######## block 1 ########
Block 1, met4 routing:
Scale bar: 100 um.
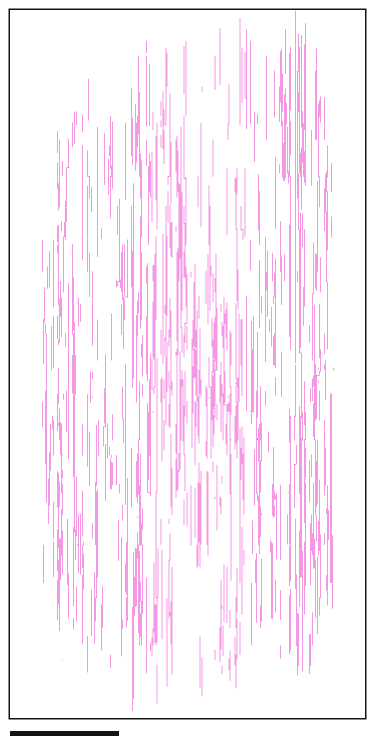

`config.mk`:
```
export PLATFORM = sky130hd
export DESIGN_NAME = regfile_nxw
export DESIGN_NICKNAME = d
export VERILOG_FILES = /design/src/rtl/regfile_pkg.sv /design/src/rtl/regfile_nxw_decoder.sv /design/src/rtl/regfile_nxw.sv
export SDC_FILE = /design/constraint.sdc
export NUM_CORES = 2
export LEC_CHECK = 0
export CORE_ASPECT_RATIO = 2
export CORE_UTILIZATION = 50
export CTS_BUF_LIST = sky130_fd_sc_hd__clkbuf_16
export DETAILED_ROUTE_END_ITERATION = 10
export HOLD_SLACK_MARGIN = 0.15
export PLACE_DENSITY = 0.69
export RECOVER_POWER = 100
export SLEW_MARGIN = 20
export SYNTH_ARGS = -nofsm -noshare
export SYNTH_HDL_FRONTEND = slang
export SYNTH_SLANG_ARGS = --single-unit
```
`constraint.sdc`:
```
create_clock -name clk -period 79.4 [get_ports clk]
set_input_delay 11.91 -clock clk [delete_from_list [all_inputs] [get_ports clk]]
set_output_delay 11.91 -clock clk [all_outputs]
set_load 0.01 [all_outputs]
```
`src/rtl/regfile_pkg.sv`:
```
// Shared defaults for the parametrised register file.
//   WIDTH_DEF : default data width of each register
//   NREGS_DEF : default register count (power of 2, >= 2)
//   ZERO_IDX  : index of the hard-wired zero register at the default size
package regfile_pkg;

  localparam int WIDTH_DEF = 64;
  localparam int NREGS_DEF = 32;
  localparam int ZERO_IDX  = NREGS_DEF - 1;

endpackage : regfile_pkg

```
`src/rtl/regfile_nxw_decoder.sv`:
```
// decoder_n: N_IN:2**N_IN one-hot decoder with enable, built as a recursive tree.
//   enable : when 0, every output is 0
//   in     : binary index
//   out    : one-hot select, out[in] = enable
// The MSB of 'in' picks which half-size sub-decoder is enabled; N_IN=1 is the
// gate-level leaf.
module decoder_n
  import regfile_pkg::*;
#(
  parameter int N_IN = 3
) (
  input  logic                 enable,
  input  logic [N_IN-1:0]      in,
  output logic [2**N_IN-1:0]   out
);

  if (N_IN == 1) begin : g_leaf
    assign out[0] = enable & ~in[0];
    assign out[1] = enable &  in[0];
  end else begin : g_tree
    localparam int HALF = 2 ** (N_IN - 1);

    logic en_lo;
    logic en_hi;

    assign en_lo = enable & ~in[N_IN-1];
    assign en_hi = enable &  in[N_IN-1];

    decoder_n #(.N_IN(N_IN - 1)) u_lo (
      .enable (en_lo),
      .in     (in[N_IN-2:0]),
      .out    (out[HALF-1:0])
    );

    decoder_n #(.N_IN(N_IN - 1)) u_hi (
      .enable (en_hi),
      .in     (in[N_IN-2:0]),
      .out    (out[2*HALF-1:HALF])
    );
  end

endmodule : decoder_n

```
`src/rtl/regfile_nxw.sv`:
```
// regfile_nxw: NREGS x WIDTH register file, one synchronous write port and two
// combinational read ports.
//   clk                          : all state updates on posedge
//   reset                        : asynchronous, active-high; clears every register
//   RegWrite                     : write enable
//   WriteRegister / WriteData    : write index / data
//   ReadRegister1 / ReadRegister2: read indices
//   ReadData1 / ReadData2        : read data
// ZERO_REG=1 makes register NREGS-1 a constant 0; BYPASS=1 forwards WriteData
// to a port reading the register being written this cycle.
module regfile_nxw
  import regfile_pkg::*;
#(
  parameter int WIDTH    = WIDTH_DEF,
  parameter int NREGS    = NREGS_DEF,
  parameter int ADDR_W   = $clog2(NREGS),
  parameter bit ZERO_REG = 1'b1,
  parameter bit BYPASS   = 1'b0
) (
  input  logic              clk,
  input  logic              reset,
  input  logic              RegWrite,
  input  logic [ADDR_W-1:0] WriteRegister,
  input  logic [WIDTH-1:0]  WriteData,
  input  logic [ADDR_W-1:0] ReadRegister1,
  input  logic [ADDR_W-1:0] ReadRegister2,
  output logic [WIDTH-1:0]  ReadData1,
  output logic [WIDTH-1:0]  ReadData2
);

  localparam logic [ADDR_W-1:0] ZIDX = ADDR_W'(NREGS - 1);

  logic [NREGS-1:0] we;
  logic [WIDTH-1:0] regs [NREGS];

  decoder_n #(.N_IN(ADDR_W)) u_dec (
    .enable (RegWrite),
    .in     (WriteRegister),
    .out    (we)
  );

  for (genvar i = 0; i < NREGS; i++) begin : g_reg
    if (ZERO_REG && (i == NREGS - 1)) begin : g_zero
      // Decoder still selects this slot; the write simply has nowhere to land.
      logic unused_we;
      assign unused_we = we[i];
      assign regs[i]   = '0;
    end else begin : g_store
      logic [WIDTH-1:0] q;
      always_ff @(posedge clk or posedge reset) begin
        if (reset) begin
          q <= '0;
        end else if (we[i]) begin
          q <= WriteData;
        end
      end
      assign regs[i] = q;
    end
  end

  // Zero register wins over bypass, bypass wins over stored value.
  function automatic logic [WIDTH-1:0] read_port(
    input logic [ADDR_W-1:0] ra,
    input logic [WIDTH-1:0]  stored,
    input logic              wen,
    input logic [ADDR_W-1:0] wa,
    input logic [WIDTH-1:0]  wd
  );
    logic [WIDTH-1:0] r;
    r = stored;
    if (ZERO_REG && (ra == ZIDX)) begin
      r = '0;
    end else if (BYPASS && wen && (ra == wa)) begin
      r = wd;
    end
    return r;
  endfunction

  always_comb begin
    ReadData1 = read_port(ReadRegister1, regs[ReadRegister1],
                          RegWrite, WriteRegister, WriteData);
  end

  always_comb begin
    ReadData2 = read_port(ReadRegister2, regs[ReadRegister2],
                          RegWrite, WriteRegister, WriteData);
  end

endmodule : regfile_nxw
```
######## block 2 ########
## config.mk

```make
export PLATFORM = sky130hd
export DESIGN_NAME = lzc_decode
export DESIGN_NICKNAME = d
export VERILOG_FILES = /design/src/rtl/lzc_pkg.sv /design/src/rtl/lzc_skid_buf.sv /design/src/rtl/lzc_decode.sv
export SDC_FILE = /design/constraint.sdc
export NUM_CORES = 1
export LEC_CHECK = 0
export CAP_MARGIN = 5
export CORE_MARGIN = 3
export CORE_UTILIZATION = 55
export CTS_BUF_LIST = sky130_fd_sc_hd__clkbuf_16
export CTS_CLUSTER_DIAMETER = 200
export DETAILED_ROUTE_END_ITERATION = 12
export PLACE_DENSITY = 0.92
export SLEW_MARGIN = 15
export SYNTH_ARGS = -nofsm -noshare
export SYNTH_HDL_FRONTEND = slang
export SYNTH_SLANG_ARGS = --single-unit
```

## constraint.sdc

```tcl
create_clock -name clk_i -period 5 [get_ports clk_i]
set_clock_uncertainty 0.05 [all_clocks]
set_input_delay 1.25 -clock clk_i [delete_from_list [all_inputs] [get_ports clk_i]]
set_output_delay 1.25 -clock clk_i [all_outputs]
set_load 0.01 [all_outputs]
```

## src/rtl/lzc_pkg.sv

```systemverilog
// Shared types and the pure count-to-vector decode for lzc_decode.
// Holds the buffer FSM state enum and the lzc_dec decode function.
package lzc_pkg;

    localparam int MAX_W = 64;

    typedef enum logic [1:0] {
        S_EMPTY = 2'd0,
        S_ONE   = 2'd1,
        S_TWO   = 2'd2
    } state_e;

    typedef struct packed {
        logic              err;
        logic [MAX_W-1:0]  mask;
        logic [MAX_W-1:0]  vec;
    } dec_t;

    // mode 0: count is trailing zeros, mode 1: leading zeros.
    // Bits at or above width stay zero so callers can slice.
    function automatic dec_t lzc_dec(
        input logic [6:0] cnt,
        input logic       empty,
        input logic       mode,
        input int         width
    );
        dec_t r;
        int   c;
        int   top;
        c     = int'(cnt);
        top   = width - 1 - c;
        r.err = empty ? (c != width) : (c >= width);
        r.vec  = '0;
        r.mask = '0;
        for (int i = 0; i < MAX_W; i++) begin
            if (i < width) begin
                if (r.err || empty) begin
                    r.mask[i] = 1'b1;
                end else if (!mode) begin
                    r.vec[i]  = (i == c);
                    r.mask[i] = (i <= c);
                end else begin
                    r.vec[i]  = (i == top);
                    r.mask[i] = (i >= top);
                end
            end
        end
        return r;
    endfunction

endpackage

```

## src/rtl/lzc_skid_buf.sv

```systemverilog
// Two-entry skid buffer: output register plus one skid register, 1-cycle latency.
// Ports: clk_i, rst_i (sync, high), valid_i/ready_o/data_i in, valid_o/ready_i/data_o out.
module lzc_skid_buf
    import lzc_pkg::*;
#(
    parameter int DW = 8
) (
    input  logic          clk_i,
    input  logic          rst_i,
    input  logic          valid_i,
    output logic          ready_o,
    input  logic [DW-1:0] data_i,
    output logic          valid_o,
    input  logic          ready_i,
    output logic [DW-1:0] data_o
);
    state_e        state_q, state_d;
    logic [DW-1:0] out_q, out_d;
    logic [DW-1:0] skid_q, skid_d;
    logic          ready_q, ready_d;
    logic          in_xfer, out_xfer;

    assign valid_o = (state_q != S_EMPTY);
    assign ready_o = ready_q;
    assign data_o  = out_q;

    always_comb begin
        in_xfer  = valid_i && ready_q;
        out_xfer = valid_o && ready_i;
        state_d  = state_q;
        out_d    = out_q;
        skid_d   = skid_q;
        unique case (state_q)
            S_EMPTY: begin
                if (in_xfer) begin
                    state_d = S_ONE;
                    out_d   = data_i;
                end
            end
            S_ONE: begin
                if (in_xfer && out_xfer) begin
                    out_d = data_i;
                end else if (out_xfer) begin
                    state_d = S_EMPTY;
                end else if (in_xfer) begin
                    state_d = S_TWO;
                    skid_d  = data_i;
                end
            end
            S_TWO: begin
                if (out_xfer) begin
                    state_d = S_ONE;
                    out_d   = skid_q;
                end
            end
            default: state_d = S_EMPTY;
        endcase
        // Registered so ready never follows valid_i combinationally.
        ready_d = (state_d != S_TWO);
    end

    always_ff @(posedge clk_i) begin
        if (rst_i) begin
            state_q <= S_EMPTY;
            out_q   <= '0;
            skid_q  <= '0;
            ready_q <= 1'b0;
        end else begin
            state_q <= state_d;
            out_q   <= out_d;
            skid_q  <= skid_d;
            ready_q <= ready_d;
        end
    end
endmodule

```

## src/rtl/lzc_decode.sv

```systemverilog
// Decodes a zero count (+ empty flag) into canonical vector, fixed-bit mask and error flag.
// Ports: clk_i, rst_i, valid_i/ready_o/cnt_i/empty_i in, valid_o/ready_i/vec_o/mask_o/err_o out.
// Optional LZC_DECODE_ERR_CNT_EN adds err_cnt_o, a saturating count of error tokens sent.
module lzc_decode
    import lzc_pkg::*;
#(
    parameter int   WIDTH     = 8,
    parameter logic MODE      = 1'b0,
    parameter int   CNT_WIDTH = $clog2(WIDTH + 1)
) (
    input  logic                 clk_i,
    input  logic                 rst_i,
    input  logic                 valid_i,
    output logic                 ready_o,
    input  logic [CNT_WIDTH-1:0] cnt_i,
    input  logic                 empty_i,
    output logic                 valid_o,
    input  logic                 ready_i,
    output logic [WIDTH-1:0]     vec_o,
    output logic [WIDTH-1:0]     mask_o,
`ifdef LZC_DECODE_ERR_CNT_EN
    output logic [15:0]          err_cnt_o,
`endif
    output logic                 err_o
);
    localparam int DW = 2 * WIDTH + 1;

    dec_t          dec;
    logic [DW-1:0] din;
    logic [DW-1:0] dout;
    logic          unused_dec;

    assign dec        = lzc_dec(7'(cnt_i), empty_i, MODE, WIDTH);
    assign din        = {dec.err, dec.mask[WIDTH-1:0], dec.vec[WIDTH-1:0]};
    // Decode is computed at full 64-bit width; upper bits are always zero.
    assign unused_dec = ^dec;

    lzc_skid_buf #(
        .DW(DW)
    ) u_buf (
        .clk_i   (clk_i),
        .rst_i   (rst_i),
        .valid_i (valid_i),
        .ready_o (ready_o),
        .data_i  (din),
        .valid_o (valid_o),
        .ready_i (ready_i),
        .data_o  (dout)
    );

    assign vec_o  = dout[WIDTH-1:0];
    assign mask_o = dout[2*WIDTH-1:WIDTH];
    assign err_o  = dout[DW-1];

`ifdef LZC_DECODE_ERR_CNT_EN
    logic [15:0] err_cnt_q, err_cnt_d;

    always_comb begin
        err_cnt_d = err_cnt_q;
        if (valid_o && ready_i && err_o && (err_cnt_q != 16'hFFFF)) begin
            err_cnt_d = err_cnt_q + 16'd1;
        end
    end

    always_ff @(posedge clk_i) begin
        if (rst_i) begin
            err_cnt_q <= '0;
        end else begin
            err_cnt_q <= err_cnt_d;
        end
    end

    assign err_cnt_o = err_cnt_q;
`endif
endmodule

```

Block 2, met4 routing:
Scale bar: 20 um.
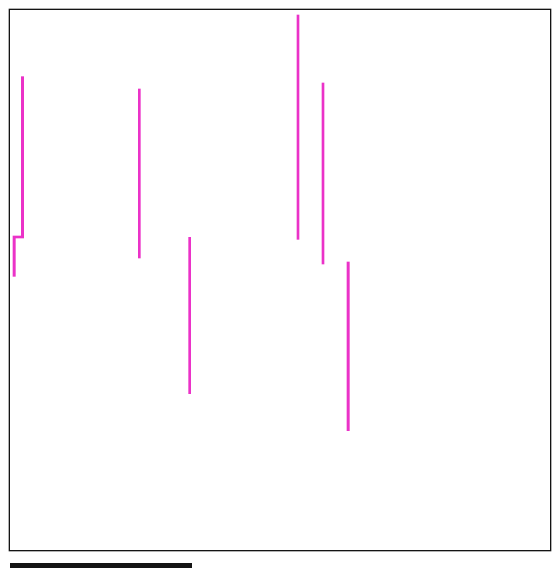
4 nets have wire on it. The wires run mostly vertical. The longest straight run is 24.5 um.
Post-Route WL: 3700 um
DR vias: 1,491

==> qor.txt, block 2 <==
status = completed
# resized after CTS = 0
Die H = 59.5 um
Min-Delay Endpoint = u_buf.data_o[10]
largest fanout on the critical path = 17
buffer share of cell area = 0.144
# rows = 18
dpl ws = 1.68 ns
post-layout min period = 3.09 ns
core area = 2590 um^2
cts hold-fix bufs = 0
fin util = 0.764
Comb gates = 140
dpl cell area = 1840 um^2
via/cell ratio = 6.09
final-layout clock-cell area share = 0.0689
seq_cells = 37
Avg WL per Cell = 15.1 um
Max-area cell class = multi-input combinational cells
main flop type = dfxtp_1
Comb area share = 0.392
post-synthesis cell count = 193
die width = 59.5 um
Synth async-reset ratio = 0
vias in the first global route = 1,432
# Max-Cap Violations = 0
Adder Area Share = 0
root buf cell = clkbuf_16
RSZ-0062 raised after global routing = no
layout cells sized above 1 = 0.0465
Slew headroom = 0.328
Flop pwr share = 0.457
Power Clock = 0.290 mW
clock buffers = 5
met3 Resource Use GR = 0.0545
# Taps = 30
Worst path top cell family by delay = simple AND/OR/NAND/NOR gates
slack of the worst reg-to-reg path = 2.95 ns
CP arrival = 3.19 ns
ys flops = 37
grt ovf = 0
CTS tree = built
Top cell excl fill/tap = dfxtp_1
CP endpoint kind = register
Block 1, track usage over the die:
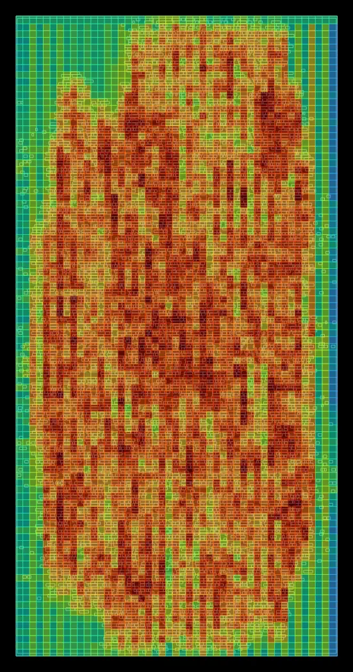
GR Util All Layers: 0.345
met3 Resource Use GR: 0.0686
fin util: 0.546

Block 1, cell sizes after repair:
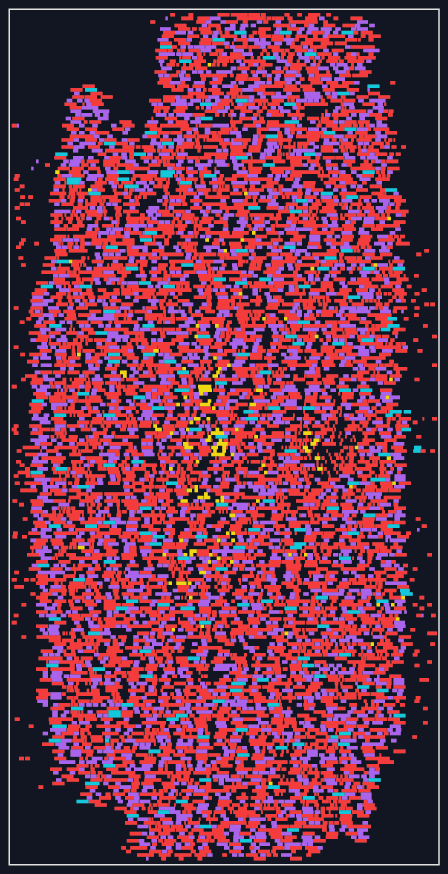
Yellow stands for _3 and _4 cells, cells 125, share 1.6%. Cyan stands for _6 and larger, cells 209, share 2.7%. Purple stands for _2 cells, cells 2,452, share 32%. Red stands for _0 and _1 cells, cells 4,888, share 64%.

Notes on 'met4 routing' of block 1 above:
238 nets have wire on it. The layer carries 30.4 mm of wire. The wires run mostly vertical.

==> qor.txt, block 1 <==
initial DRC count = 7,748
top sig layer = met5
yosys stat cell total = 7,813
FF-to-FF End = g_reg[29].g_store.q[5]
CP arrival = 30.90 ns
status = finished, violations left
Worst path top cell family by delay = buffers and inverters
Tightest Hold Check Type = register to register
Slew headroom = -5.41
# Max-Cap Violations = 106
dpl ws = 49.83 ns
post-synthesis cell count = 7,813
main flop type = dfrtp_1
root buf cell = clkbuf_16
failing checks = max-capacitance violations, max-slew violations
Area growth syn-to-layout = 8.50%
# resized after CTS = 0
Post-Route WL = 369,000 um
Slew Viols, Final = 4,731
flip-flop count of the largest register after layout = 1,984
crit path from = ReadRegister1[0]

==> gallery <==
Metal layers overlaid.
Two of the layers only.
image #1
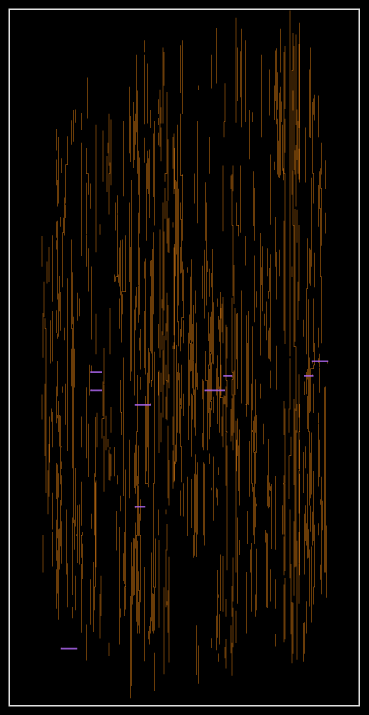
image #2
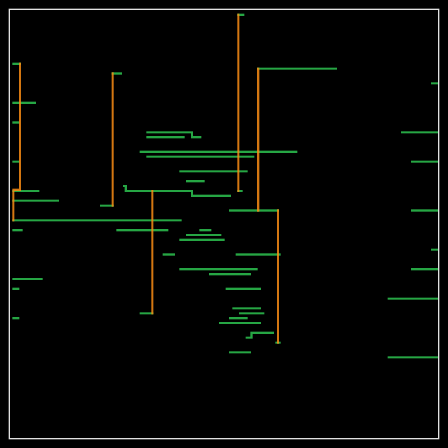
Block 1 is image #1.
Block 2 is image #2.

Key to image #2:
Orange stands for metal 4, wire length 121 um. Green stands for metal 3, wire length 243 um.


Power and IR drop assume default switching activity.
